######## load_queue_mp ########
**load_queue_mp: supply network**

The bar under the picture is 100 um long. Pins as bars on the die edge.
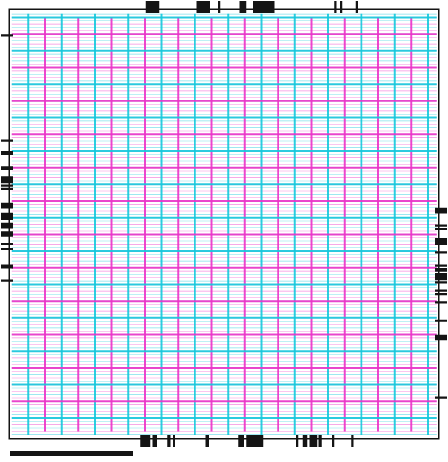
**load_queue_mp: cells coloured by class**

The bar under the picture is 100 um long.
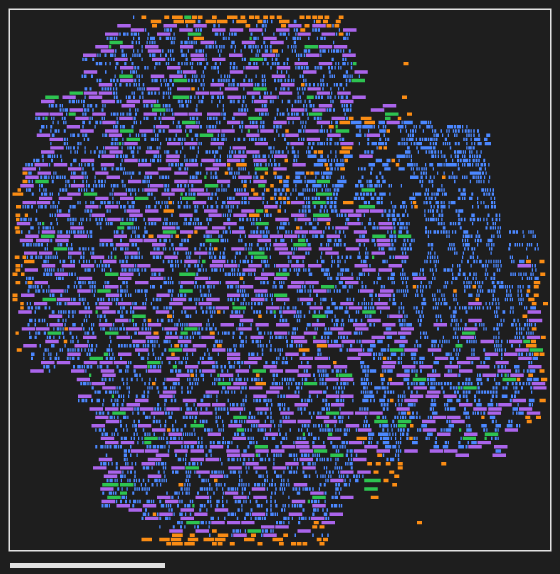
File: src/rtl/load_queue_mp.sv
// Multi-port load queue: in-order dispatch, out-of-order address writes,
// oldest-first issue to the D-cache and in-order multi-entry retirement.
module load_queue_mp #(
    parameter int LDQ_ENTRIES  = 16,
    parameter int SDQ_ENTRIES  = 16,
    parameter int DISP_WIDTH   = 2,
    parameter int EXEC_PORTS   = 2,
    parameter int RETIRE_WIDTH = 2,
    parameter int ORDER_MODE   = 1,
    localparam int IW  = $clog2(LDQ_ENTRIES),
    localparam int SMW = $clog2(SDQ_ENTRIES) + 1,
    localparam int RCW = $clog2(RETIRE_WIDTH + 1)
) (
    input  logic                       clk_i,
    input  logic                       rst_ni,
    input  logic                       flush_i,
    input  logic [DISP_WIDTH-1:0]      disp_vld_i,
    input  logic [DISP_WIDTH*SMW-1:0]  disp_sdq_marker_i,
    output logic [DISP_WIDTH*IW-1:0]   disp_idx_o,
    output logic                       ldq_full_o,
    input  logic [EXEC_PORTS-1:0]      exec_vld_i,
    input  logic [EXEC_PORTS*IW-1:0]   exec_idx_i,
    input  logic [EXEC_PORTS*32-1:0]   exec_addr_i,
    input  logic [SMW-1:0]             sdq_head_i,
    output logic                       issue_vld_o,
    input  logic                       issue_rdy_i,
    output logic [IW-1:0]              issue_idx_o,
    output logic [31:0]                issue_addr_o,
    input  logic                       resp_vld_i,
    input  logic [IW-1:0]              resp_idx_i,
    output logic [RCW-1:0]             retire_cnt_o
);

    localparam int PW      = IW + 1;
    localparam int RET_MAX = (RETIRE_WIDTH < LDQ_ENTRIES) ? RETIRE_WIDTH : LDQ_ENTRIES;
    localparam logic [PW-1:0] FULL_THRESH = PW'(LDQ_ENTRIES - DISP_WIDTH);

    logic [LDQ_ENTRIES-1:0] valid_q, valid_d;
    logic [LDQ_ENTRIES-1:0] addr_vld_q, addr_vld_d;
    logic [LDQ_ENTRIES-1:0] issued_q, issued_d;
    logic [LDQ_ENTRIES-1:0] done_q, done_d;
    logic [31:0]            addr_q   [LDQ_ENTRIES];
    logic [31:0]            addr_d   [LDQ_ENTRIES];
    logic [SMW-1:0]         marker_q [LDQ_ENTRIES];
    logic [SMW-1:0]         marker_d [LDQ_ENTRIES];
    logic [PW-1:0]          head_q, head_d;
    logic [PW-1:0]          tail_q, tail_d;

    logic [PW-1:0]          count;
    logic [PW-1:0]          disp_cnt;
    logic [IW-1:0]          disp_slot_idx [DISP_WIDTH];
    logic [SMW-1:0]         disp_marker   [DISP_WIDTH];
    logic [IW-1:0]          ex_idx        [EXEC_PORTS];
    logic [31:0]            ex_addr       [EXEC_PORTS];
    logic [LDQ_ENTRIES-1:0] eligible;
    logic                   issue_found;
    logic [IW-1:0]          issue_sel;
    logic [RCW-1:0]         retire_cnt;

    assign count      = tail_q - head_q;
    assign ldq_full_o = (count > FULL_THRESH);

    for (genvar k = 0; k < DISP_WIDTH; k++) begin : g_disp
        assign disp_slot_idx[k]          = tail_q[IW-1:0] + IW'(k);
        assign disp_marker[k]            = disp_sdq_marker_i[k*SMW +: SMW];
        assign disp_idx_o[k*IW +: IW]    = disp_slot_idx[k];
    end

    for (genvar p = 0; p < EXEC_PORTS; p++) begin : g_exec
        assign ex_idx[p]  = exec_idx_i[p*IW +: IW];
        assign ex_addr[p] = exec_addr_i[p*32 +: 32];
    end

    // A load waits for its address and, when ordering is enabled, for every
    // store older than it to have left the SDQ (head caught up with marker).
    for (genvar i = 0; i < LDQ_ENTRIES; i++) begin : g_elig
        assign eligible[i] = valid_q[i] & addr_vld_q[i] & ~issued_q[i] &
                             ((ORDER_MODE == 0) || (sdq_head_i == marker_q[i]));
    end

    always_comb begin
        disp_cnt = '0;
        for (int k = 0; k < DISP_WIDTH; k++) begin
            disp_cnt = disp_cnt + PW'(disp_vld_i[k]);
        end
    end

    // Scan from head so that the first hit is the oldest eligible load.
    always_comb begin
        issue_found = 1'b0;
        issue_sel   = '0;
        for (int a = 0; a < LDQ_ENTRIES; a++) begin
            if (!issue_found && eligible[head_q[IW-1:0] + IW'(a)]) begin
                issue_found = 1'b1;
                issue_sel   = head_q[IW-1:0] + IW'(a);
            end
        end
    end

    assign issue_vld_o  = issue_found;
    assign issue_idx_o  = issue_sel;
    assign issue_addr_o = issue_found ? addr_q[issue_sel] : 32'h0;

    always_comb begin
        logic run;
        run        = 1'b1;
        retire_cnt = '0;
        for (int r = 0; r < RET_MAX; r++) begin
            if (run && valid_q[head_q[IW-1:0] + IW'(r)] && done_q[head_q[IW-1:0] + IW'(r)]) begin
                retire_cnt = retire_cnt + RCW'(1);
            end else begin
                run = 1'b0;
            end
        end
    end

    assign retire_cnt_o = retire_cnt;

    // Retirement is applied after the other updates; flush overrides everything.
    always_comb begin
        valid_d    = valid_q;
        addr_vld_d = addr_vld_q;
        issued_d   = issued_q;
        done_d     = done_q;
        addr_d     = addr_q;
        marker_d   = marker_q;
        head_d     = head_q;
        tail_d     = tail_q;

        if (!ldq_full_o) begin
            for (int k = 0; k < DISP_WIDTH; k++) begin
                if (disp_vld_i[k]) begin
                    valid_d[disp_slot_idx[k]]    = 1'b1;
                    addr_vld_d[disp_slot_idx[k]] = 1'b0;
                    issued_d[disp_slot_idx[k]]   = 1'b0;
                    done_d[disp_slot_idx[k]]     = 1'b0;
                    marker_d[disp_slot_idx[k]]   = disp_marker[k];
                end
            end
            tail_d = tail_q + disp_cnt;
        end

        for (int p = 0; p < EXEC_PORTS; p++) begin
            if (exec_vld_i[p] && valid_q[ex_idx[p]]) begin
                addr_d[ex_idx[p]]     = ex_addr[p];
                addr_vld_d[ex_idx[p]] = 1'b1;
            end
        end

        if (issue_found && issue_rdy_i) begin
            issued_d[issue_sel] = 1'b1;
        end

        if (resp_vld_i && valid_q[resp_idx_i] && issued_q[resp_idx_i]) begin
            done_d[resp_idx_i] = 1'b1;
        end

        for (int r = 0; r < RET_MAX; r++) begin
            if (RCW'(r) < retire_cnt) begin
                valid_d[head_q[IW-1:0] + IW'(r)]    = 1'b0;
                addr_vld_d[head_q[IW-1:0] + IW'(r)] = 1'b0;
                issued_d[head_q[IW-1:0] + IW'(r)]   = 1'b0;
                done_d[head_q[IW-1:0] + IW'(r)]     = 1'b0;
            end
        end
        head_d = head_q + PW'(retire_cnt);

        if (flush_i) begin
            valid_d    = '0;
            addr_vld_d = '0;
            issued_d   = '0;
            done_d     = '0;
            head_d     = '0;
            tail_d     = '0;
        end
    end

    always_ff @(posedge clk_i or negedge rst_ni) begin
        if (!rst_ni) begin
            valid_q    <= '0;
            addr_vld_q <= '0;
            issued_q   <= '0;
            done_q     <= '0;
            head_q     <= '0;
            tail_q     <= '0;
            for (int i = 0; i < LDQ_ENTRIES; i++) begin
                addr_q[i]   <= '0;
                marker_q[i] <= '0;
            end
        end else begin
            valid_q    <= valid_d;
            addr_vld_q <= addr_vld_d;
            issued_q   <= issued_d;
            done_q     <= done_d;
            head_q     <= head_d;
            tail_q     <= tail_d;
            addr_q     <= addr_d;
            marker_q   <= marker_d;
        end
    end

endmodule
File: config.mk
export PLATFORM = sky130hd
export DESIGN_NAME = load_queue_mp
export DESIGN_NICKNAME = d
export VERILOG_FILES = /design/src/rtl/load_queue_mp.sv
export SDC_FILE = /design/constraint.sdc
export NUM_CORES = 2
export LEC_CHECK = 0
export ABC_AREA = 1
export CORE_UTILIZATION = 35
export DETAILED_ROUTE_END_ITERATION = 10
export PLACE_DENSITY_LB_ADDON = 0.25
export SETUP_SLACK_MARGIN = 0.5
export SLEW_MARGIN = 20
export SYNTH_ARGS = -nofsm -noshare
export SYNTH_HDL_FRONTEND = slang
export SYNTH_SLANG_ARGS = --single-unit
File: constraint.sdc
create_clock -name clk_i -period 10.4 [get_ports clk_i]
set_input_delay 2.08 -clock clk_i [delete_from_list [all_inputs] [get_ports clk_i]]
set_output_delay 2.08 -clock clk_i [all_outputs]
set_load 0.05 [all_outputs]
==> CHANGELOG.md <==
## Implementation

- Fraction of final layout cells sized beyond drive strength 1: under 10%
- Most frequent logic cell in the layout: nand2_1
- Cell accounting for the most synthesized area: dfrtp_1
- GR peak layer: met2
- I/O Buffers: 147
- Final critical-path required period: about 9.6 ns
- Data arrival time of the worst path: 7.50 ns
- Fraction of area in multi-input gates: around 44%
- Biggest fanout along the worst timing path: roughly 110
- Slowest cell on crit path: clkdlybuf4s50_1
- Simple-gate share of the synthesized area: 25.64%
- Area of all sequential standard cells: approximately 17,000 um^2
- Top achievable clock speed: roughly 0.10 GHz
- Critical path launch point type: primary input
- Synthesized cell area: between 40,000 and 50,000 um^2
- Most common cell in the netlist: nand2_1
- Floorplan core density: 35.46%
- Cell types with the highest counts after synthesis: 1,754 x nand2_1, 786 x o21ai_0, 666 x dfrtp_1, 624 x inv_1, 460 x nor2_1
- Async set-or-reset flop fraction in the synthesized netlist: 100.0%
- Run status: completed
- Min-Delay Path Class: reg2reg
- Core box area: about 120,000 um^2
- Period Utilization, post-route: 92.11%
- Delay of the slowest critical-path stage: 0.69 ns
- Routability-driven placement congestion ratio: 0.9290
- Top metal layer carrying routed signals: met5
- Launching point of the worst reg2reg path: head_q[0]$_DFF_PN0_
- Ports placed on the boundary: approximately 150
- Count of flip-flops with a built-in enable after synthesis: 0
- Count of max-cap constraint violations: 0
- Top-area cell type share of the netlist area: approximately two fifths
- H-tree level count: 3
- Total negative slack: 0 ns
- Flop count: around 670
- Total number of yosys warnings: 0
- Clock distribution area overhead in the final layout: under 10%
- Skew final: between 0.06 and 0.07 ns
- TritonCTS sink count: roughly 670
- Avg Vias per Cell: around 5.5
- First-pass GRT wire length: approximately 250,000 um
- Synthesis area per yosys: 42,090 um^2
- Startpoint of the most critical setup path: sdq_head_i[1]
- Leading post-synthesis cells by cell area: dfrtp_1 40%, nand2_1 16%, o21ai_0 9.3%
- Via count of the routed design: between 40,000 and 50,000
- Largest registers: addr_q: 512 flops, marker_q: 80 flops
- Die outline area: ~120,000 um^2
- Taps Inserted: around 1,600
- Detailed-route wire length on metal 1: approximately 73,000 um
- Non-clock buffer contribution to total cell area: about 5.3%
- Number of pins exceeding their max-slew limit in the final report: 0
- Post-CTS clock slew at the launch and capture registers of the worst setup and hold paths: 0.06 ns
- Unique cell type count in the Yosys netlist: 49
- RSZ-0062 raised after global routing: false
- Startpoint of the tightest hold check path: issued_q[12]$_DFF_PN0_
- # Post-CTS Setup Buffers: 0
About 'supply network' of load_queue_mp:
Cyan stands for VSS. Magenta stands for VDD.
127 met1 rails follow the rows. 148 signal pins sit on the boundary. The core has 126 rows.

About 'cells coloured by class' of load_queue_mp:
Purple stands for flops, cells 666. Blue stands for all other logic, cells 4,934. Orange stands for other buffers and delay cells, cells 233. Green stands for clock drivers and dummy loads, cells 148.
flop share of the area: 35.04%
count of standard-cell rows: 126
Finished Core Util: 40.07%
post-route standard cell area excluding fillers: 47,570 um^2


######## instruction_fetch_unit ########
**instruction_fetch_unit: supply network**

The bar under the picture is 20 um long. Pins as bars on the die edge.
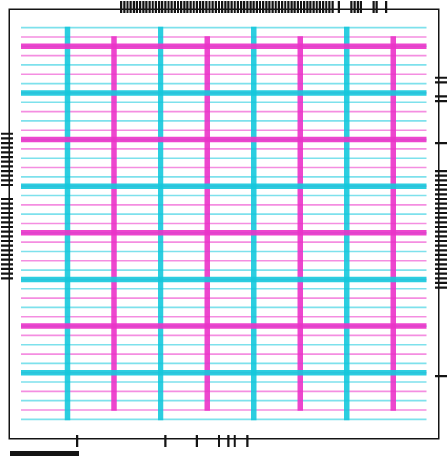
`src/rtl/cpu_pkg.sv`:
```
// Shared CPU definitions: fetch FSM encoding, word constants and the branch displacement helper.
package cpu_pkg;

    localparam int unsigned WORD_W = 32;

    localparam logic [WORD_W-1:0] PC_INCR   = 32'd4;
    localparam logic [WORD_W-1:0] NOP_INSTR = 32'h0;

    typedef enum logic [1:0] {
        S_IDLE  = 2'd0,
        S_FETCH = 2'd1,
        S_ISSUE = 2'd2
    } fetch_state_e;

    // Signed word offset turned into a byte displacement: sext(offset) << 2.
    function automatic logic [WORD_W-1:0] branch_disp(input logic [7:0] offset);
        return {{(WORD_W - 10){offset[7]}}, offset, 2'b00};
    endfunction

endpackage

```
`src/rtl/fetch_next_pc.sv`:
```
// Combinational next-PC adders: sequential PC+4 and the taken-branch target.
module fetch_next_pc
    import cpu_pkg::*;
(
    input  logic [WORD_W-1:0] PC,
    input  logic              BRANCH_TAKEN,
    input  logic [7:0]        OFFSET,
    output logic [WORD_W-1:0] pc_plus4,
    output logic [WORD_W-1:0] next_pc
);

    always_comb begin
        pc_plus4 = PC + PC_INCR;
        next_pc  = BRANCH_TAKEN ? pc_plus4 + branch_disp(OFFSET) : pc_plus4;
    end

endmodule

```
`src/rtl/instruction_fetch_unit.sv`:
```
// Instruction fetch unit: owns the PC, runs the READ/BUSYWAIT handshake and holds the fetched word.
module instruction_fetch_unit
    import cpu_pkg::*;
#(
    parameter logic [WORD_W-1:0] RESET_PC = 32'h0000_0000,
    parameter int unsigned       MAX_WAIT = 16,
    parameter int unsigned       CNT_W    = 5
) (
    input  logic              CLK,
    input  logic              RESET,
    input  logic              STALL,
    input  logic              BRANCH_TAKEN,
    input  logic [7:0]        OFFSET,
    input  logic              IMEM_BUSYWAIT,
    input  logic [WORD_W-1:0] IMEM_READDATA,
    output logic              IMEM_READ,
    output logic [WORD_W-1:0] IMEM_ADDRESS,
    output logic [WORD_W-1:0] PC,
    output logic [WORD_W-1:0] INSTRUCTION,
    output logic              INSTR_VALID,
    output logic              FETCH_BUSY,
    output logic              FETCH_ERROR
);

    localparam logic [CNT_W-1:0] MAX_CNT = CNT_W'(MAX_WAIT);

    fetch_state_e      state;
    logic [WORD_W-1:0] pc_q;
    logic [WORD_W-1:0] instr_q;
    logic [CNT_W-1:0]  wait_cnt;
    logic              imem_read_q;
    logic              instr_valid_q;
    logic              fetch_busy_q;
    logic              fetch_error_q;

    logic [WORD_W-1:0] pc_plus4;
    logic [WORD_W-1:0] next_pc;
    logic              unused_pc_plus4;

    fetch_next_pc u_next_pc (
        .PC           (pc_q),
        .BRANCH_TAKEN (BRANCH_TAKEN),
        .OFFSET       (OFFSET),
        .pc_plus4     (pc_plus4),
        .next_pc      (next_pc)
    );

    assign unused_pc_plus4 = ^pc_plus4;

    always_ff @(posedge CLK or negedge RESET) begin
        if (!RESET) begin
            state         <= S_IDLE;
            pc_q          <= RESET_PC;
            instr_q       <= NOP_INSTR;
            wait_cnt      <= '0;
            imem_read_q   <= 1'b0;
            instr_valid_q <= 1'b0;
            fetch_busy_q  <= 1'b1;
            fetch_error_q <= 1'b0;
        end else begin
            unique case (state)
                S_IDLE: begin
                    state       <= S_FETCH;
                    imem_read_q <= 1'b1;
                end
                S_FETCH: begin
                    if (!IMEM_BUSYWAIT) begin
                        instr_q       <= IMEM_READDATA;
                        instr_valid_q <= 1'b1;
                        wait_cnt      <= '0;
                        imem_read_q   <= 1'b0;
                        fetch_busy_q  <= 1'b0;
                        state         <= S_ISSUE;
                    end else begin
                        if (wait_cnt != MAX_CNT) begin
                            wait_cnt <= wait_cnt + 1'b1;
                        end
                        // The edge that takes the count to MAX_WAIT raises the sticky error.
                        if (wait_cnt >= MAX_CNT - 1'b1) begin
                            fetch_error_q <= 1'b1;
                        end
                    end
                end
                S_ISSUE: begin
                    if (!STALL) begin
                        pc_q          <= next_pc;
                        instr_valid_q <= 1'b0;
                        imem_read_q   <= 1'b1;
                        fetch_busy_q  <= 1'b1;
                        state         <= S_FETCH;
                    end
                end
                default: begin
                    state        <= S_IDLE;
                    imem_read_q  <= 1'b0;
                    fetch_busy_q <= 1'b1;
                end
            endcase
        end
    end

    assign IMEM_READ    = imem_read_q;
    assign IMEM_ADDRESS = pc_q;
    assign PC           = pc_q;
    assign INSTRUCTION  = instr_q;
    assign INSTR_VALID  = instr_valid_q;
    assign FETCH_BUSY   = fetch_busy_q;
    assign FETCH_ERROR  = fetch_error_q;

endmodule

```
`config.mk`:
```
export PLATFORM = sky130hd
export DESIGN_NAME = instruction_fetch_unit
export DESIGN_NICKNAME = d
export VERILOG_FILES = /design/src/rtl/cpu_pkg.sv /design/src/rtl/fetch_next_pc.sv /design/src/rtl/instruction_fetch_unit.sv
export SDC_FILE = /design/constraint.sdc
export NUM_CORES = 1
export LEC_CHECK = 0
export CORE_MARGIN = 3
export CORE_UTILIZATION = 40
export DETAILED_ROUTE_END_ITERATION = 8
export GPL_TIMING_DRIVEN = 0
export PLACE_DENSITY = 0.75
export SLEW_MARGIN = 20
export SYNTH_ARGS = -nofsm -noshare
export SYNTH_HDL_FRONTEND = slang
export SYNTH_SLANG_ARGS = --single-unit
```
`constraint.sdc`:
```
create_clock -name CLK -period 4.4 [get_ports CLK]
set_clock_uncertainty 0.1 [all_clocks]
set_input_delay 1.32 -clock CLK [delete_from_list [all_inputs] [get_ports CLK]]
set_output_delay 1.32 -clock CLK [all_outputs]
set_load 0.02 [all_outputs]
```
==> CHANGELOG.md <==
## Implementation

- Detail Route met3 WL: 1083 um
- Number of pins exceeding their max-slew limit in the final report: 0
- Maximum ir drop on the vdd rail: around 0.46 mV
- Total negative slack: 0 ns
- Power group with the largest share: combinational logic
- Repair and plain buffers: slightly above 200
- Clock distribution area overhead in the final layout: roughly 3.7%
- Die Y: approximately 120 um
- Launching point of the worst reg2reg path: IMEM_ADDRESS[13]$_DFFE_PN0P_
- Aggregate routed wire length: between 15,000 and 20,000 um
- TritonCTS sink count: roughly 72
- Total routing resource utilization after global routing: about a fifth
- Taps Inserted: ~180
- Synthesized cell area: roughly 5600 um^2
- Power after layout: slightly below 6 mW
- Core box area: about 14,000 um^2
- CP cell instances: clkdlybuf4s50_1, ha_1, fa_1, a21o_1, a21oi_2, o211ai_2, a311oi_1, o41a_1, o31a_2, o41ai_2, or4b_1, nand3_1
- # nets final: 889
- Depth of the worst register-to-register path: 16
- Minimum setup slack in the final design: approximately 0.20 ns
- Clock Root Buffer: clkbuf_16
- Endpoint class of the critical path: register
- Fin. Hold Viols: 0
- Non-clock inverter count: 15
- Worst hold slack across all endpoints: 0.3746 ns
- Overall overflow remaining after global route: 0
- Post-route DRC: 0
- Period Utilization, post-route: between 90% and 100%
- Most frequent logic cell in the layout: clkdlybuf4s50_1
- Data arrival time of the worst path: roughly 4.4 ns
- Power consumed by sequential cells: about 1.4 mW
- Hold depth: 1
- Gate Area: roughly 3500 um^2
- Min-Delay Path Class: reg2reg
- Top cell class by occupied area: combinational gates
- Most common cell in the netlist: dfrtp_1
- Top achievable clock speed: approximately 0.24 GHz
- Unique cell type count in the Yosys netlist: 69
- Relative contribution of sequential cells to total power: between 20 and 25%
- Chip Width: 124.8 um
- Violation tally from detailed-route iteration zero: approximately 460
- Count of nets left with antenna violations after detail routing: 0
- GR peak layer: met2
- Run status: completed
- Floorplan core density: 41.82%
- Part of the Yosys area used for sequential elements: a little under a third
- Synthesized registers: ~72
- Synthesis-to-layout area growth: 35.76%
- Avg Vias per Cell: about 5.6
- TritonRoute pass-1 iters: 4
- Count of flip-flops with a built-in enable after synthesis: 0
- Sink of the worst hold path: INSTR_VALID$_DFFE_PN0P_
- Adder Area Share: approximately 9%
- Biggest fanout along the worst timing path: 3
- Final number of setup-violating endpoints: 0
- Slew margin rel.: between 40 and 50%
- Top metal layer carrying routed signals: met4
- Total number of warnings across the stage logs: 34
- Int Pwr: around 3.2 mW
- Die outline area: around 16,000 um^2
- Cell accounting for the most synthesized area: dfrtp_1
- Sum of buffers and inverters on the critical path: 1
- Routability-driven placement congestion ratio: 0.8991
- Slowest cell on crit path: or4b_1
## Picture notes: 'supply network' of instruction_fetch_unit
Cyan stands for VSS. Magenta stands for VDD.
43 met1 rails follow the rows. 8 straps on met5. 145 signal pins sit on the boundary.


######## nway_cache_ctrl ########
**nway_cache_ctrl: supply network**

The bar under the picture is 20 um long. Pins as bars on the die edge.
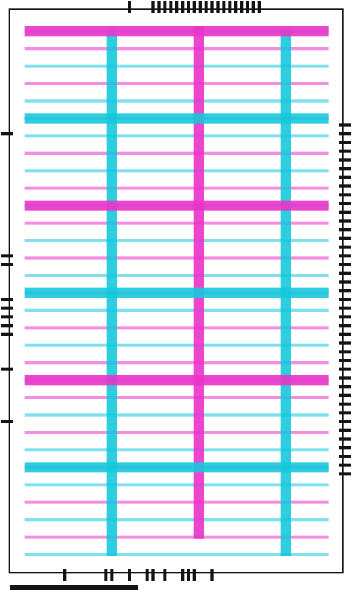
**config.mk**
```make
export PLATFORM = sky130hd
export DESIGN_NAME = nway_cache_ctrl
export DESIGN_NICKNAME = d
export VERILOG_FILES = /design/src/rtl/cache_pkg.sv /design/src/rtl/cache_victim_sel.sv /design/src/rtl/nway_cache_ctrl.sv
export SDC_FILE = /design/constraint.sdc
export NUM_CORES = 1
export LEC_CHECK = 0
export CAP_MARGIN = 20
export CORE_ASPECT_RATIO = 1.75
export CORE_MARGIN = 2
export CORE_UTILIZATION = 36
export CTS_BUF_LIST = sky130_fd_sc_hd__clkbuf_8
export CTS_CLUSTER_SIZE = 28
export DETAILED_ROUTE_END_ITERATION = 8
export GPL_ROUTABILITY_DRIVEN = 0
export GPL_TIMING_DRIVEN = 0
export PLACE_DENSITY = 0.84
export SLEW_MARGIN = 20
export SYNTH_ARGS = -nofsm -noshare
export SYNTH_HDL_FRONTEND = slang
export SYNTH_SLANG_ARGS = --single-unit
```
**constraint.sdc**
```tcl
create_clock -name clk -period 1.7 [get_ports clk]
set_input_delay 0.34 -clock clk [delete_from_list [all_inputs] [get_ports clk]]
set_output_delay 0.34 -clock clk [all_outputs]
set_load 0.01 [all_outputs]
```
**src/rtl/cache_pkg.sv**
```systemverilog
// Shared definitions for the N-way cache controller.
//   state_e   : controller FSM states
//   way_w_f   : width of a way index (at least one bit, even for a single way)
//   off_w_f   : width of the byte offset field for a line of 16-bit words
package cache_pkg;

    typedef enum logic [2:0] {
        StIdle,
        StCompare,
        StWb,
        StFill,
        StWrAlloc,
        StDoneRd
    } state_e;

    function automatic int unsigned way_w_f(input int unsigned ways);
        return (ways > 1) ? $clog2(ways) : 1;
    endfunction

    function automatic int unsigned off_w_f(input int unsigned words);
        return $clog2(words) + 1;
    endfunction

endpackage

```
**src/rtl/cache_victim_sel.sv**
```systemverilog
// Victim way selection: the lowest-index invalid way if any, otherwise the
// round-robin pointer. The pointer advances by one (mod WAYS) on 'advance'.
//   clk, rst : clock, synchronous active-high reset (pointer to 0)
//   valid    : per-way valid bits of the addressed set
//   advance  : step the round-robin pointer
//   victim   : selected way index
module cache_victim_sel
    import cache_pkg::*;
#(
    parameter int unsigned WAYS = 2,
    localparam int unsigned WAY_W = way_w_f(WAYS)
) (
    input  logic             clk,
    input  logic             rst,
    input  logic [WAYS-1:0]  valid,
    input  logic             advance,
    output logic [WAY_W-1:0] victim
);

    logic [WAY_W-1:0] rr_q, rr_d;

    // Scan downwards so the lowest invalid way is the one left standing.
    always_comb begin
        victim = rr_q;
        for (int k = int'(WAYS) - 1; k >= 0; k--) begin
            if (!valid[k]) victim = WAY_W'(k);
        end
    end

    // WAYS is a power of two, so the natural wrap of the pointer is mod WAYS;
    // a single way keeps the pointer pinned at 0.
    always_comb begin
        rr_d = rr_q;
        if (advance && WAYS > 1) rr_d = rr_q + 1'b1;
    end

    always_ff @(posedge clk) begin
        if (rst) rr_q <= '0;
        else     rr_q <= rr_d;
    end

endmodule

```
**src/rtl/nway_cache_ctrl.sv**
```systemverilog
// N-way set-associative write-back cache controller.
//   clk, rst             : clock, synchronous active-high reset
//   addr, rd, wr         : processor request (wr wins if both high)
//   done, cache_hit      : completion pulse, hit qualifier
//   stall_out            : processor stall
//   sel, write_sel       : read/write-back way select, data-in source (1 = cpu)
//   comp, valid_in       : array compare mode, valid bit to write
//   cache_tag/index      : address fields to the arrays; offset: word offset
//   way_en, way_wr       : per-way enable / write strobes
//   tag_in, hit, dirty, valid : per-way status from the arrays
//   mem_addr, mem_rd, mem_wr, mem_stall : main memory interface
module nway_cache_ctrl
    import cache_pkg::*;
#(
    parameter int unsigned WAYS    = 2,
    parameter int unsigned TAG_W   = 5,
    parameter int unsigned INDEX_W = 8,
    parameter int unsigned WORDS   = 4,
    parameter int unsigned MEM_LAT = 2,
    localparam int unsigned OFF_W  = off_w_f(WORDS),
    localparam int unsigned ADDR_W = TAG_W + INDEX_W + OFF_W,
    localparam int unsigned WAY_W  = way_w_f(WAYS)
) (
    input  logic                  clk,
    input  logic                  rst,
    input  logic [ADDR_W-1:0]     addr,
    input  logic                  rd,
    input  logic                  wr,
    output logic                  done,
    output logic                  cache_hit,
    output logic                  stall_out,
    output logic [WAY_W-1:0]      sel,
    output logic                  write_sel,
    output logic                  comp,
    output logic                  valid_in,
    output logic [TAG_W-1:0]      cache_tag,
    output logic [INDEX_W-1:0]    cache_index,
    output logic [OFF_W-1:0]      offset,
    output logic [WAYS-1:0]       way_en,
    output logic [WAYS-1:0]       way_wr,
    input  logic [WAYS*TAG_W-1:0] tag_in,
    input  logic [WAYS-1:0]       hit,
    input  logic [WAYS-1:0]       dirty,
    input  logic [WAYS-1:0]       valid,
    output logic [ADDR_W-1:0]     mem_addr,
    output logic                  mem_rd,
    output logic                  mem_wr,
    input  logic                  mem_stall
);

    localparam logic [OFF_W-1:0] WordsC   = OFF_W'(WORDS);
    localparam logic [OFF_W-1:0] LastWord = OFF_W'(WORDS - 1);

    state_e               state_q, state_d;
    logic [WAY_W-1:0]     victim_q, victim_d;
    logic [OFF_W-1:0]     wb_cnt_q, wb_cnt_d;
    logic [OFF_W-1:0]     rd_cnt_q, rd_cnt_d;
    logic [OFF_W-1:0]     wr_cnt_q, wr_cnt_d;
    // Bit i set = a read accepted i+1 cycles ago; the top bit marks returning data.
    logic [MEM_LAT-1:0]   pipe_q, pipe_d;

    logic [WAY_W-1:0]     victim_new;
    logic [WAYS-1:0]      hit_vec, hit_oh, victim_oh;
    logic [WAY_W-1:0]     hit_way;
    logic                 hit_any;
    logic [TAG_W-1:0]     victim_tag;
    logic                 rd_acc;

    // Word counter to byte offset within the line.
    function automatic logic [OFF_W-1:0] word_off(input logic [OFF_W-1:0] cnt);
        return {cnt[OFF_W-2:0], 1'b0};
    endfunction

    assign cache_tag   = addr[ADDR_W-1 -: TAG_W];
    assign cache_index = addr[OFF_W +: INDEX_W];
    assign victim_oh   = WAYS'(1) << victim_q;
    assign victim_tag  = tag_in[victim_q*TAG_W +: TAG_W];

    cache_victim_sel #(
        .WAYS (WAYS)
    ) u_victim_sel (
        .clk     (clk),
        .rst     (rst),
        .valid   (valid),
        .advance (state_q == StDoneRd),
        .victim  (victim_new)
    );

    // Lowest-index qualified hit wins.
    always_comb begin
        hit_vec = hit & valid;
        hit_any = |hit_vec;
        hit_way = '0;
        hit_oh  = '0;
        for (int k = int'(WAYS) - 1; k >= 0; k--) begin
            if (hit_vec[k]) begin
                hit_way   = WAY_W'(k);
                hit_oh    = '0;
                hit_oh[k] = 1'b1;
            end
        end
    end

    always_comb begin
        state_d   = state_q;
        victim_d  = victim_q;
        wb_cnt_d  = wb_cnt_q;
        rd_cnt_d  = rd_cnt_q;
        wr_cnt_d  = wr_cnt_q;
        pipe_d    = pipe_q;
        rd_acc    = 1'b0;
        done      = 1'b0;
        cache_hit = 1'b0;
        stall_out = 1'b0;
        sel       = '0;
        write_sel = 1'b1;
        comp      = 1'b0;
        valid_in  = 1'b0;
        offset    = addr[OFF_W-1:0];
        way_en    = '0;
        way_wr    = '0;
        mem_addr  = '0;
        mem_rd    = 1'b0;
        mem_wr    = 1'b0;

        // While rst is high every output stays at its quiet default.
        if (!rst) begin
            case (state_q)
                StIdle: begin
                    if (rd || wr) begin
                        stall_out = 1'b1;
                        state_d   = StCompare;
                    end
                end

                StCompare: begin
                    way_en = '1;
                    comp   = 1'b1;
                    if (hit_any) begin
                        sel       = hit_way;
                        done      = 1'b1;
                        cache_hit = 1'b1;
                        if (wr) begin
                            way_wr   = hit_oh;
                            valid_in = 1'b1;
                        end
                        state_d = StIdle;
                    end else begin
                        stall_out = 1'b1;
                        victim_d  = victim_new;
                        wb_cnt_d  = '0;
                        rd_cnt_d  = '0;
                        wr_cnt_d  = '0;
                        pipe_d    = '0;
                        state_d   = (dirty[victim_new] && valid[victim_new]) ? StWb : StFill;
                    end
                end

                StWb: begin
                    stall_out = 1'b1;
                    way_en    = victim_oh;
                    sel       = victim_q;
                    offset    = word_off(wb_cnt_q);
                    mem_addr  = {victim_tag, cache_index, word_off(wb_cnt_q)};
                    mem_wr    = 1'b1;
                    if (!mem_stall) begin
                        wb_cnt_d = wb_cnt_q + 1'b1;
                        if (wb_cnt_q == LastWord) state_d = StFill;
                    end
                end

                StFill: begin
                    stall_out = 1'b1;
                    way_en    = victim_oh;
                    sel       = victim_q;
                    mem_addr  = {cache_tag, cache_index, word_off(rd_cnt_q)};
                    if (rd_cnt_q < WordsC) begin
                        mem_rd = 1'b1;
                        rd_acc = !mem_stall;
                    end
                    if (rd_acc) rd_cnt_d = rd_cnt_q + 1'b1;
                    pipe_d = (pipe_q << 1) | MEM_LAT'(rd_acc);
                    if (pipe_q[MEM_LAT-1]) begin
                        way_wr    = victim_oh;
                        write_sel = 1'b0;
                        offset    = word_off(wr_cnt_q);
                        valid_in  = 1'b1;
                        wr_cnt_d  = wr_cnt_q + 1'b1;
                        if (wr_cnt_q == LastWord) state_d = wr ? StWrAlloc : StDoneRd;
                    end
                end

                // Write the processor word into the fresh line; comp=1 marks it dirty.
                StWrAlloc: begin
                    stall_out = 1'b1;
                    way_en    = victim_oh;
                    way_wr    = victim_oh;
                    sel       = victim_q;
                    comp      = 1'b1;
                    valid_in  = 1'b1;
                    state_d   = StDoneRd;
                end

                StDoneRd: begin
                    way_en  = victim_oh;
                    sel     = victim_q;
                    done    = 1'b1;
                    state_d = StIdle;
                end

                default: state_d = StIdle;
            endcase
        end
    end

    always_ff @(posedge clk) begin
        if (rst) begin
            state_q  <= StIdle;
            victim_q <= '0;
            wb_cnt_q <= '0;
            rd_cnt_q <= '0;
            wr_cnt_q <= '0;
            pipe_q   <= '0;
        end else begin
            state_q  <= state_d;
            victim_q <= victim_d;
            wb_cnt_q <= wb_cnt_d;
            rd_cnt_q <= rd_cnt_d;
            wr_cnt_q <= wr_cnt_d;
            pipe_q   <= pipe_d;
        end
    end

endmodule

```
==> CHANGELOG.md <==
## Implementation

- Depth of the worst register-to-register path: 6
- Run status: finished with violations
- Delay of the slowest critical-path stage: 0.58 ns
- Post-route DRC: 0
- Power after layout: ~1.4 mW
- Leading cell types in the layout, fill and taps excluded: 39 x buf_4, 31 x clkdlybuf4s50_1, 23 x buf_2
- TritonCTS sink count: 16
- Switching power as a share of total power: 34.70%
- Minimum setup slack in the final design: -0.2554 ns
- Aggregate routed wire length: approximately 5900 um
- Final number of setup-violating endpoints: 29
- Hold depth: 2
- Average instance area after synthesis: about 7.3 um^2
- Non-clock inverter count: 7
- Leading post-synthesis cells by cell area: dfxtp_1 22%, buf_4 8.3%, nor2_1 8.3%
- Violated checks: setup timing
- Post-CTS clock slew at the launch and capture registers of the worst setup and hold paths: around 0.07 ns
- Routed length on met2: 3372 um
## Picture notes: 'supply network' of nway_cache_ctrl
Magenta stands for VDD. Cyan stands for VSS.
6 straps on met5. 3 straps on met4. The core has 30 rows. 82 signal pins sit on the boundary. 31 met1 rails follow the rows.


######## n2r_w_sched ########
[src/rtl/n2r_w_sched.sv]
// Run controller for the weight normal-to-ready buffer: clears the buffer, streams
// the weight rows into it, then deals the emitted slices round-robin to the MAC cores.
module n2r_w_sched #(
  parameter int WIDTH        = 16,
  parameter int ROW          = 256,
  parameter int COL          = 64,
  parameter int BLOCK_SIZE   = 2,
  parameter int CHUNK_SIZE   = 4,
  parameter int NUM_CORES    = 4,
  parameter int TIMEOUT      = 64,
  parameter int OUTPUT_WIDTH = WIDTH * BLOCK_SIZE * (CHUNK_SIZE / 2)
) (
  input  logic                    clk,
  input  logic                    rst_n,
  input  logic                    start,
  input  logic                    abort,
  output logic                    busy,
  output logic                    done,
  output logic                    err,
  output logic                    src_rd,
  output logic [$clog2(ROW)-1:0]  src_addr,
  output logic                    buf_rst_n,
  output logic                    buf_en,
  input  logic                    buf_output_ready,
  input  logic                    buf_buffer_done,
  input  logic [OUTPUT_WIDTH-1:0] buf_data,
  input  logic [NUM_CORES-1:0]    core_ready,
  output logic [NUM_CORES-1:0]    core_valid,
  output logic [OUTPUT_WIDTH-1:0] core_data,
  output logic                    core_last
);

  localparam int N_SLICE = (ROW / BLOCK_SIZE) * (COL / CHUNK_SIZE);
  localparam int AW      = $clog2(ROW);
  localparam int CW      = $clog2(N_SLICE) + 1;
  localparam int PW      = (NUM_CORES > 1) ? $clog2(NUM_CORES) : 1;
  localparam int IW      = $clog2(TIMEOUT + 1);

  typedef enum logic [2:0] {
    S_IDLE,
    S_CLR,
    S_LOAD,
    S_DRAIN,
    S_FIN
  } state_t;

  state_t                  state_q;
  logic                    busy_q, done_q, err_q;
  logic                    src_rd_q, buf_rst_n_q, buf_en_q, core_last_q;
  logic [AW-1:0]           src_addr_q;
  logic [NUM_CORES-1:0]    core_valid_q;
  logic [OUTPUT_WIDTH-1:0] core_data_q;
  logic                    clr_q;
  logic [CW-1:0]           cnt_q;
  logic [PW-1:0]           ptr_q;
  logic [IW-1:0]           idle_q;

  // Sequencing ignores buf_buffer_done; the slice count alone ends a run.
  logic unused_ok;
  assign unused_ok = buf_buffer_done;

  always_ff @(posedge clk or negedge rst_n) begin
    if (!rst_n) begin
      state_q      <= S_IDLE;
      busy_q       <= 1'b0;
      done_q       <= 1'b0;
      err_q        <= 1'b0;
      src_rd_q     <= 1'b0;
      src_addr_q   <= '0;
      buf_rst_n_q  <= 1'b0;
      buf_en_q     <= 1'b0;
      core_valid_q <= '0;
      core_data_q  <= '0;
      core_last_q  <= 1'b0;
      clr_q        <= 1'b0;
      cnt_q        <= '0;
      ptr_q        <= '0;
      idle_q       <= '0;
    end else begin
      done_q       <= 1'b0;
      core_valid_q <= '0;
      core_last_q  <= 1'b0;
      if (abort && state_q != S_IDLE) begin
        state_q     <= S_IDLE;
        busy_q      <= 1'b0;
        src_rd_q    <= 1'b0;
        buf_en_q    <= 1'b0;
        buf_rst_n_q <= 1'b0;
      end else begin
        case (state_q)
          S_IDLE: begin
            buf_rst_n_q <= 1'b0;
            if (start && !abort) begin
              err_q      <= 1'b0;
              ptr_q      <= '0;
              cnt_q      <= '0;
              idle_q     <= '0;
              clr_q      <= 1'b0;
              src_addr_q <= '0;
              busy_q     <= 1'b1;
              state_q    <= S_CLR;
            end
          end
          S_CLR: begin
            if (clr_q) begin
              state_q     <= S_LOAD;
              buf_rst_n_q <= 1'b1;
              src_rd_q    <= 1'b1;
              src_addr_q  <= '0;
              buf_en_q    <= 1'b1;
            end else begin
              clr_q <= 1'b1;
            end
          end
          S_LOAD: begin
            // buf_en stays high one cycle into DRAIN to catch the last row's read data.
            if (src_addr_q == AW'(ROW - 1)) begin
              src_rd_q <= 1'b0;
              idle_q   <= '0;
              state_q  <= S_DRAIN;
            end else begin
              src_addr_q <= src_addr_q + 1'b1;
            end
          end
          S_DRAIN: begin
            buf_en_q <= 1'b0;
            if (cnt_q == CW'(N_SLICE)) begin
              done_q  <= 1'b1;
              state_q <= S_FIN;
            end else if (buf_output_ready) begin
              core_data_q  <= buf_data;
              core_valid_q <= NUM_CORES'(1) << ptr_q;
              core_last_q  <= (cnt_q == CW'(N_SLICE - 1));
              if (!core_ready[ptr_q]) err_q <= 1'b1;
              ptr_q  <= (ptr_q == PW'(NUM_CORES - 1)) ? '0 : ptr_q + 1'b1;
              cnt_q  <= cnt_q + 1'b1;
              idle_q <= '0;
            end else if (idle_q == IW'(TIMEOUT)) begin
              err_q   <= 1'b1;
              done_q  <= 1'b1;
              state_q <= S_FIN;
            end else begin
              idle_q <= idle_q + 1'b1;
            end
          end
          S_FIN: begin
            busy_q      <= 1'b0;
            buf_rst_n_q <= 1'b0;
            state_q     <= S_IDLE;
          end
          default: state_q <= S_IDLE;
        endcase
      end
    end
  end

  assign busy       = busy_q;
  assign done       = done_q;
  assign err        = err_q;
  assign src_rd     = src_rd_q;
  assign src_addr   = src_addr_q;
  assign buf_rst_n  = buf_rst_n_q;
  assign buf_en     = buf_en_q;
  assign core_valid = core_valid_q;
  assign core_data  = core_data_q;
  assign core_last  = core_last_q;

endmodule

[config.mk]
export PLATFORM = sky130hd
export DESIGN_NAME = n2r_w_sched
export DESIGN_NICKNAME = d
export VERILOG_FILES = /design/src/rtl/n2r_w_sched.sv
export SDC_FILE = /design/constraint.sdc
export NUM_CORES = 1
export LEC_CHECK = 0
export CAP_MARGIN = 20
export CORE_ASPECT_RATIO = 1.4
export CORE_MARGIN = 2
export CORE_UTILIZATION = 30
export DETAILED_ROUTE_END_ITERATION = 8
export PLACE_DENSITY = 0.69
export SLEW_MARGIN = 5
export SYNTH_ARGS = -nofsm -noshare
export SYNTH_HDL_FRONTEND = slang
export SYNTH_SLANG_ARGS = --single-unit
[constraint.sdc]
create_clock -name clk -period 2.1 [get_ports clk]
set_input_delay 0.21 -clock clk [delete_from_list [all_inputs] [get_ports clk]]
set_output_delay 0.21 -clock clk [all_outputs]
set_load 0.05 [all_outputs]
**n2r_w_sched: supply network**

The bar under the picture is 20 um long. Pins as bars on the die edge.
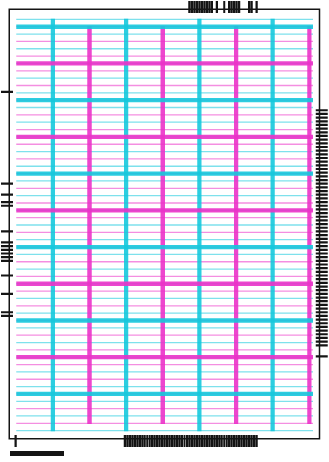
Cyan stands for VSS. Magenta stands for VDD.
The core has 56 rows. 11 straps on met5. 8 straps on met4. 57 met1 rails follow the rows. 157 signal pins sit on the boundary.
core box area: 16,750 um^2
maximum ir drop on the vdd rail: 0.4808 mV
Die Y: 158.5 um
Chip Width: 114.4 um

**n2r_w_sched: cells coloured by class**

The bar under the picture is 20 um long.
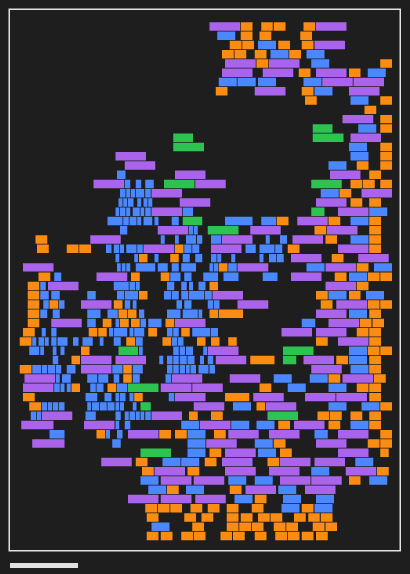
Blue stands for all other logic, cells 278. Orange stands for other buffers and delay cells, cells 195. Green stands for clock drivers and dummy loads, cells 16. Purple stands for flops, cells 108.
post-route standard cell area excluding fillers: 7423 um^2
flop share of the area: 36.44%
count of standard-cell rows: 56
Finished Core Util: 44.33%

==> CHANGELOG.md <==
## Implementation

- Number of cells in the finished layout apart from fillers: approximately 800
- MUX share of area: roughly a fifth
- Violated checks: setup timing
- Simple-gate share of the synthesized area: between 10% and 20%
- Number of pins exceeding their max-slew limit in the final report: 0
- Slowest cell on crit path: or3b_4
- Die outline area: about 18,000 um^2
- Taps Inserted: a little over 200
- Pre-CTS worst setup slack: -0.3784 ns
- Sum of buffers and inverters on the critical path: 1
- Repair and plain buffers: between 150 and 200
- Most frequent logic cell in the layout: clkdlybuf4s50_1
- Post-CTS clock slew at the launch and capture registers of the worst setup and hold paths: roughly 0.090 ns
- Standby leakage power: 3.296 nW
- Top achievable clock speed: ~0.47 GHz
- Biggest fanout along the worst timing path: 25
- Pin count of the biggest net entering global routing: 48
- Power group with the largest share: combinational logic
- GR peak layer: met2
- Avg Vias per Cell: 4.874
- Overall overflow remaining after global route: 0
- Number of cells produced by synthesis: ~400
- Top-area cell type share of the netlist area: a little over half
- Cell area after placement: 7054 um^2
- # Post-CTS Setup Buffers: 0
- Count of max-cap constraint violations: 0
- Aoi share: under 10%
- Fraction of area in multi-input gates: 29.90%
- Switching power as a share of total power: about two fifths
- Relative contribution of sequential cells to total power: around a third
- Aggregate routed wire length: 12,860 um
- Minimum setup slack in the final design: -0.04866 ns
- Top metal layer carrying routed signals: met4
- Power of the clock network: around 1.8 mW
- Comb. pwr: between 4 and 5 mW
- RSZ-0062 raised after global routing: true
- Endpoint class of the critical path: register
- Critical path launch point type: register
- # hold bufs at CTS: 1
- Final number of setup-violating endpoints: 54
- Async set-or-reset flop fraction in the synthesized netlist: 100.0%
- Count of flip-flops with a built-in enable after synthesis: 0
- Count of cell instances traversed by the critical path: 6
- Power consumed by sequential cells: between 2 and 3 mW
- Cell count in the Yosys report: 403
- M1 GR Usage: ~17%
- Power after layout: 8.776 mW
- Floorplan core density: around 31%
- Main flop type after synthesis: dfrtp_1
- Run status: finished with violations
- TritonCTS clock tree: done
- Synth Area in XOR/XNOR: less than 1%

######## er_scheduler ########
### config.mk
export PLATFORM = sky130hd
export DESIGN_NAME = er_scheduler
export DESIGN_NICKNAME = d
export VERILOG_FILES = /design/src/rtl/er_scheduler.sv
export SDC_FILE = /design/constraint.sdc
export NUM_CORES = 1
export LEC_CHECK = 0
export CORE_UTILIZATION = 40
export DETAILED_ROUTE_END_ITERATION = 10
export PLACE_DENSITY = 0.67
export REMOVE_ABC_BUFFERS = 1
export SYNTH_ARGS = -nofsm -noshare
export SYNTH_HDL_FRONTEND = slang
export SYNTH_SLANG_ARGS = --single-unit
### constraint.sdc
create_clock -name clk_sys -period 2.9 [get_ports clk_sys]
set_input_delay 0.725 -clock clk_sys [delete_from_list [all_inputs] [get_ports clk_sys]]
set_output_delay 0.725 -clock clk_sys [all_outputs]
set_load 0.1 [all_outputs]
### src/rtl/er_scheduler.sv
// Round-robin scheduler that shares the Earthrise drawing engine between requesters.
// It grants one job at a time, can hold the start until a frame boundary, and watches for timeout.
module er_scheduler #(
    parameter int REQS      = 2,
    parameter int ADDRW     = 16,
    parameter int TIMEOUT_W = 24
) (
    input  logic                    clk_sys,
    input  logic                    rst_sys,
    input  logic [REQS-1:0]         req,
    input  logic [REQS*ADDRW-1:0]   req_addr,
    input  logic [REQS-1:0]         req_sync,
    output logic [REQS-1:0]         grant,
    output logic [REQS-1:0]         done,
    input  logic                    frame,
    input  logic                    er_busy,
    input  logic                    er_done,
    output logic                    er_start,
    output logic [ADDRW-1:0]        er_addr,
    output logic                    busy,
    output logic                    timeout
);
    localparam int IW = (REQS > 1) ? $clog2(REQS) : 1;
    // The watchdog fires on the edge where the count steps from max-1 to max.
    localparam logic [TIMEOUT_W-1:0] WD_LAST = ~TIMEOUT_W'(1);

    typedef enum logic [1:0] {S_IDLE, S_WAIT, S_START, S_RUN} state_t;

    state_t                 r_state;
    logic [IW-1:0]          r_last;
    logic [REQS-1:0]        r_owner;
    logic                   r_sync;
    logic [TIMEOUT_W-1:0]   r_wd;
    logic [REQS-1:0]        r_grant;
    logic [REQS-1:0]        r_done;
    logic                   r_start;
    logic [ADDRW-1:0]       r_addr;
    logic                   r_busy;
    logic                   r_timeout;

    logic [IW:0]            w_cand;
    logic [IW-1:0]          w_idx;
    logic                   w_vld;
    logic [REQS-1:0]        w_oh;
    logic [ADDRW-1:0]       w_addr;
    logic                   w_sync;

    // Search from last+1 upward with wrap; the first set request wins.
    always_comb begin
        w_vld  = 1'b0;
        w_idx  = '0;
        w_cand = '0;
        for (int k = 1; k <= REQS; k++) begin
            w_cand = {1'b0, r_last} + (IW+1)'(k);
            if (w_cand >= (IW+1)'(REQS))
                w_cand = w_cand - (IW+1)'(REQS);
            if (!w_vld && req[w_cand[IW-1:0]]) begin
                w_vld = 1'b1;
                w_idx = w_cand[IW-1:0];
            end
        end
    end

    always_comb begin
        w_oh   = '0;
        w_addr = '0;
        w_sync = 1'b0;
        for (int i = 0; i < REQS; i++) begin
            if (w_vld && w_idx == IW'(i)) begin
                w_oh[i] = 1'b1;
                w_addr  = req_addr[i*ADDRW +: ADDRW];
                w_sync  = req_sync[i];
            end
        end
    end

    always_ff @(posedge clk_sys or posedge rst_sys) begin
        if (rst_sys) begin
            r_state   <= S_IDLE;
            r_last    <= IW'(REQS-1);
            r_owner   <= '0;
            r_sync    <= 1'b0;
            r_wd      <= '0;
            r_grant   <= '0;
            r_done    <= '0;
            r_start   <= 1'b0;
            r_addr    <= '0;
            r_busy    <= 1'b0;
            r_timeout <= 1'b0;
        end else begin
            r_grant   <= '0;
            r_done    <= '0;
            r_start   <= 1'b0;
            r_timeout <= 1'b0;
            case (r_state)
                S_IDLE: begin
                    if (w_vld) begin
                        r_state <= S_WAIT;
                        r_owner <= w_oh;
                        r_grant <= w_oh;
                        r_addr  <= w_addr;
                        r_sync  <= w_sync;
                        r_last  <= w_idx;
                        r_busy  <= 1'b1;
                    end
                end
                // A frame seen while the engine is busy is dropped, not remembered.
                S_WAIT: begin
                    if ((!r_sync || frame) && !er_busy)
                        r_state <= S_START;
                end
                S_START: begin
                    r_start <= 1'b1;
                    r_wd    <= '0;
                    r_state <= S_RUN;
                end
                S_RUN: begin
                    r_wd <= r_wd + TIMEOUT_W'(1);
                    if (er_done || r_wd == WD_LAST) begin
                        r_done    <= r_owner;
                        r_timeout <= !er_done;
                        r_state   <= S_IDLE;
                        r_busy    <= 1'b0;
                    end
                end
                default: r_state <= S_IDLE;
            endcase
        end
    end

    assign grant    = r_grant;
    assign done     = r_done;
    assign er_start = r_start;
    assign er_addr  = r_addr;
    assign busy     = r_busy;
    assign timeout  = r_timeout;
endmodule

==> CHANGELOG.md <==
## Implementation

- Top-area cell type share of the netlist area: slightly above 50%
- Die outline area: 6795 um^2
- Post-route standard cell area excluding fillers: roughly 3300 um^2
- Area of all sequential standard cells: about 1300 um^2
- Routability-driven placement congestion ratio: 0.7572
- Drt wl/cell: between 10 and 15 um
- Sum of buffers and inverters on the critical path: 0
- Psw: around 1.8 mW
- Number of cells produced by synthesis: about 250
- Total number of warnings across the stage logs: 30
- H-tree level count: 2
- TritonRoute pass-1 iters: 4
- Non-clock buffer contribution to total cell area: between 15 and 20%
- Power group with the largest share: combinational logic
- Total number of yosys warnings: 0
- TritonCTS clock tree: done
- Endpoint class of the critical path: register
- Comb. pwr: 1.87 mW
- Chip Width: 82.43 um
- Taps Inserted: around 75
- Main flop type after synthesis: dfrtp_1
- Switching power as a share of total power: a little over half
- Min-Delay Path Class: reg2reg
- TritonCTS sink count: roughly 53
- Prevailing logic family in the synthesized netlist: simple AND/OR/NAND/NOR gates
- Run status: completed
- Cell count in the Yosys report: around 250
- Final critical-path required period: around 2.2 ns
- RSZ-0062 raised after global routing: false
- I/O Buffers: roughly 63
**er_scheduler: supply network**

The bar under the picture is 20 um long. Pins as bars on the die edge.
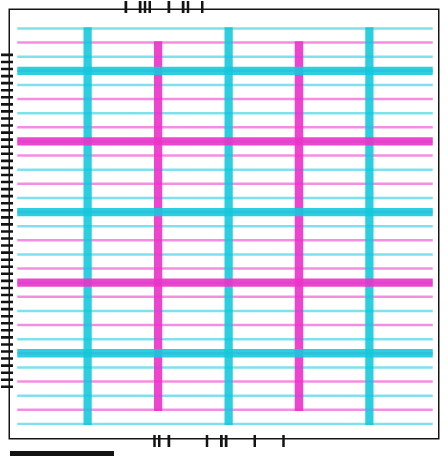
Cyan stands for VSS. Magenta stands for VDD.
The core has 28 rows. 5 straps on met4. 29 met1 rails follow the rows.
Die Y: 82.43 um
maximum ir drop on the vdd rail: 0.7818 mV

**er_scheduler: cells coloured by class**

The bar under the picture is 20 um long.
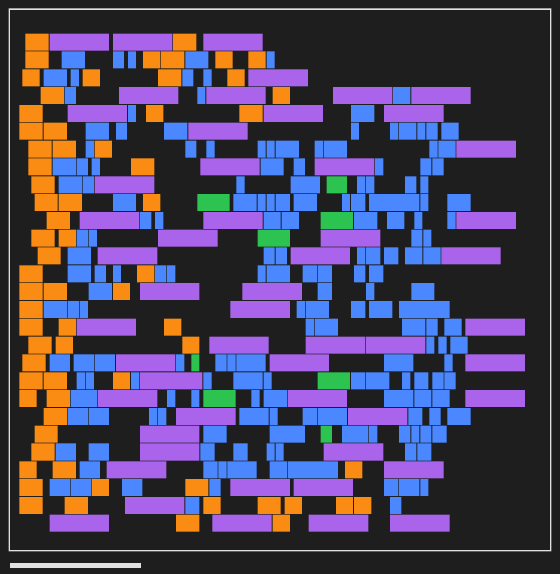
Orange stands for other buffers and delay cells, cells 67. Purple stands for flops, cells 53. Green stands for clock drivers and dummy loads, cells 8. Blue stands for all other logic, cells 182.



==> notes/layouts.md <==
Pictures saved along the way, in no particular order.

Clock wires, drivers and flops.
Plate I
The bar under the picture is 100 um long.
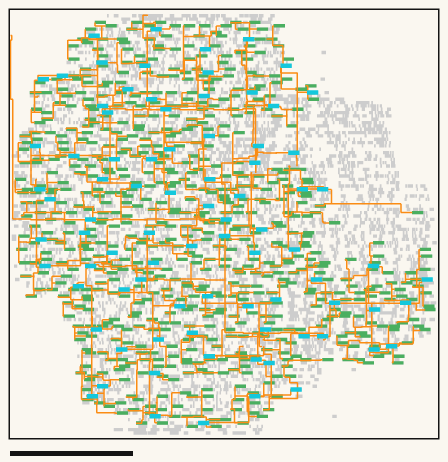
Plate II
The bar under the picture is 20 um long.
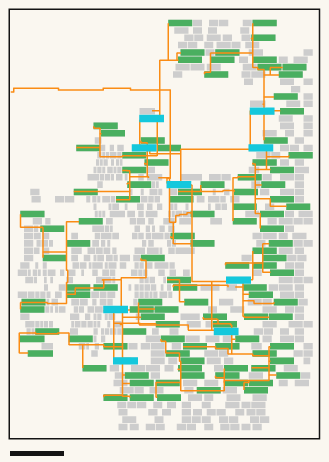
Plate III
The bar under the picture is 20 um long.
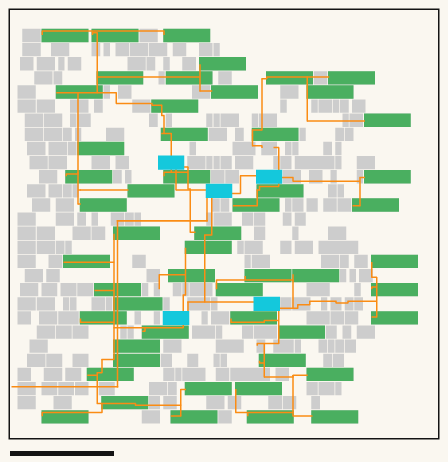
Plate IV
The bar under the picture is 20 um long.
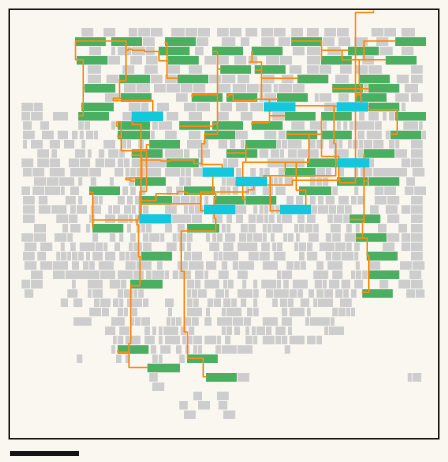
Plate V
The bar under the picture is 20 um long.
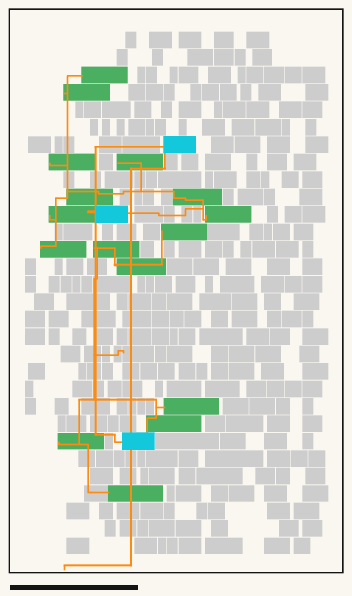
Plate I: load_queue_mp
Plate V: nway_cache_ctrl
Plate IV: instruction_fetch_unit
Plate III: er_scheduler
Plate II: n2r_w_sched
Of these, most sequential cells: Plate I
Of these, fewest sequential cells: Plate V

Key to Plate II:
Green stands for flip-flops, count 108. Orange stands for clock wires, length 1,330 um. Cyan stands for cells driving clock nets, count 9.
There are 10 routed clock nets. Position of the flops: spread over the die.

Power is estimated from default activity; no workload was simulated.
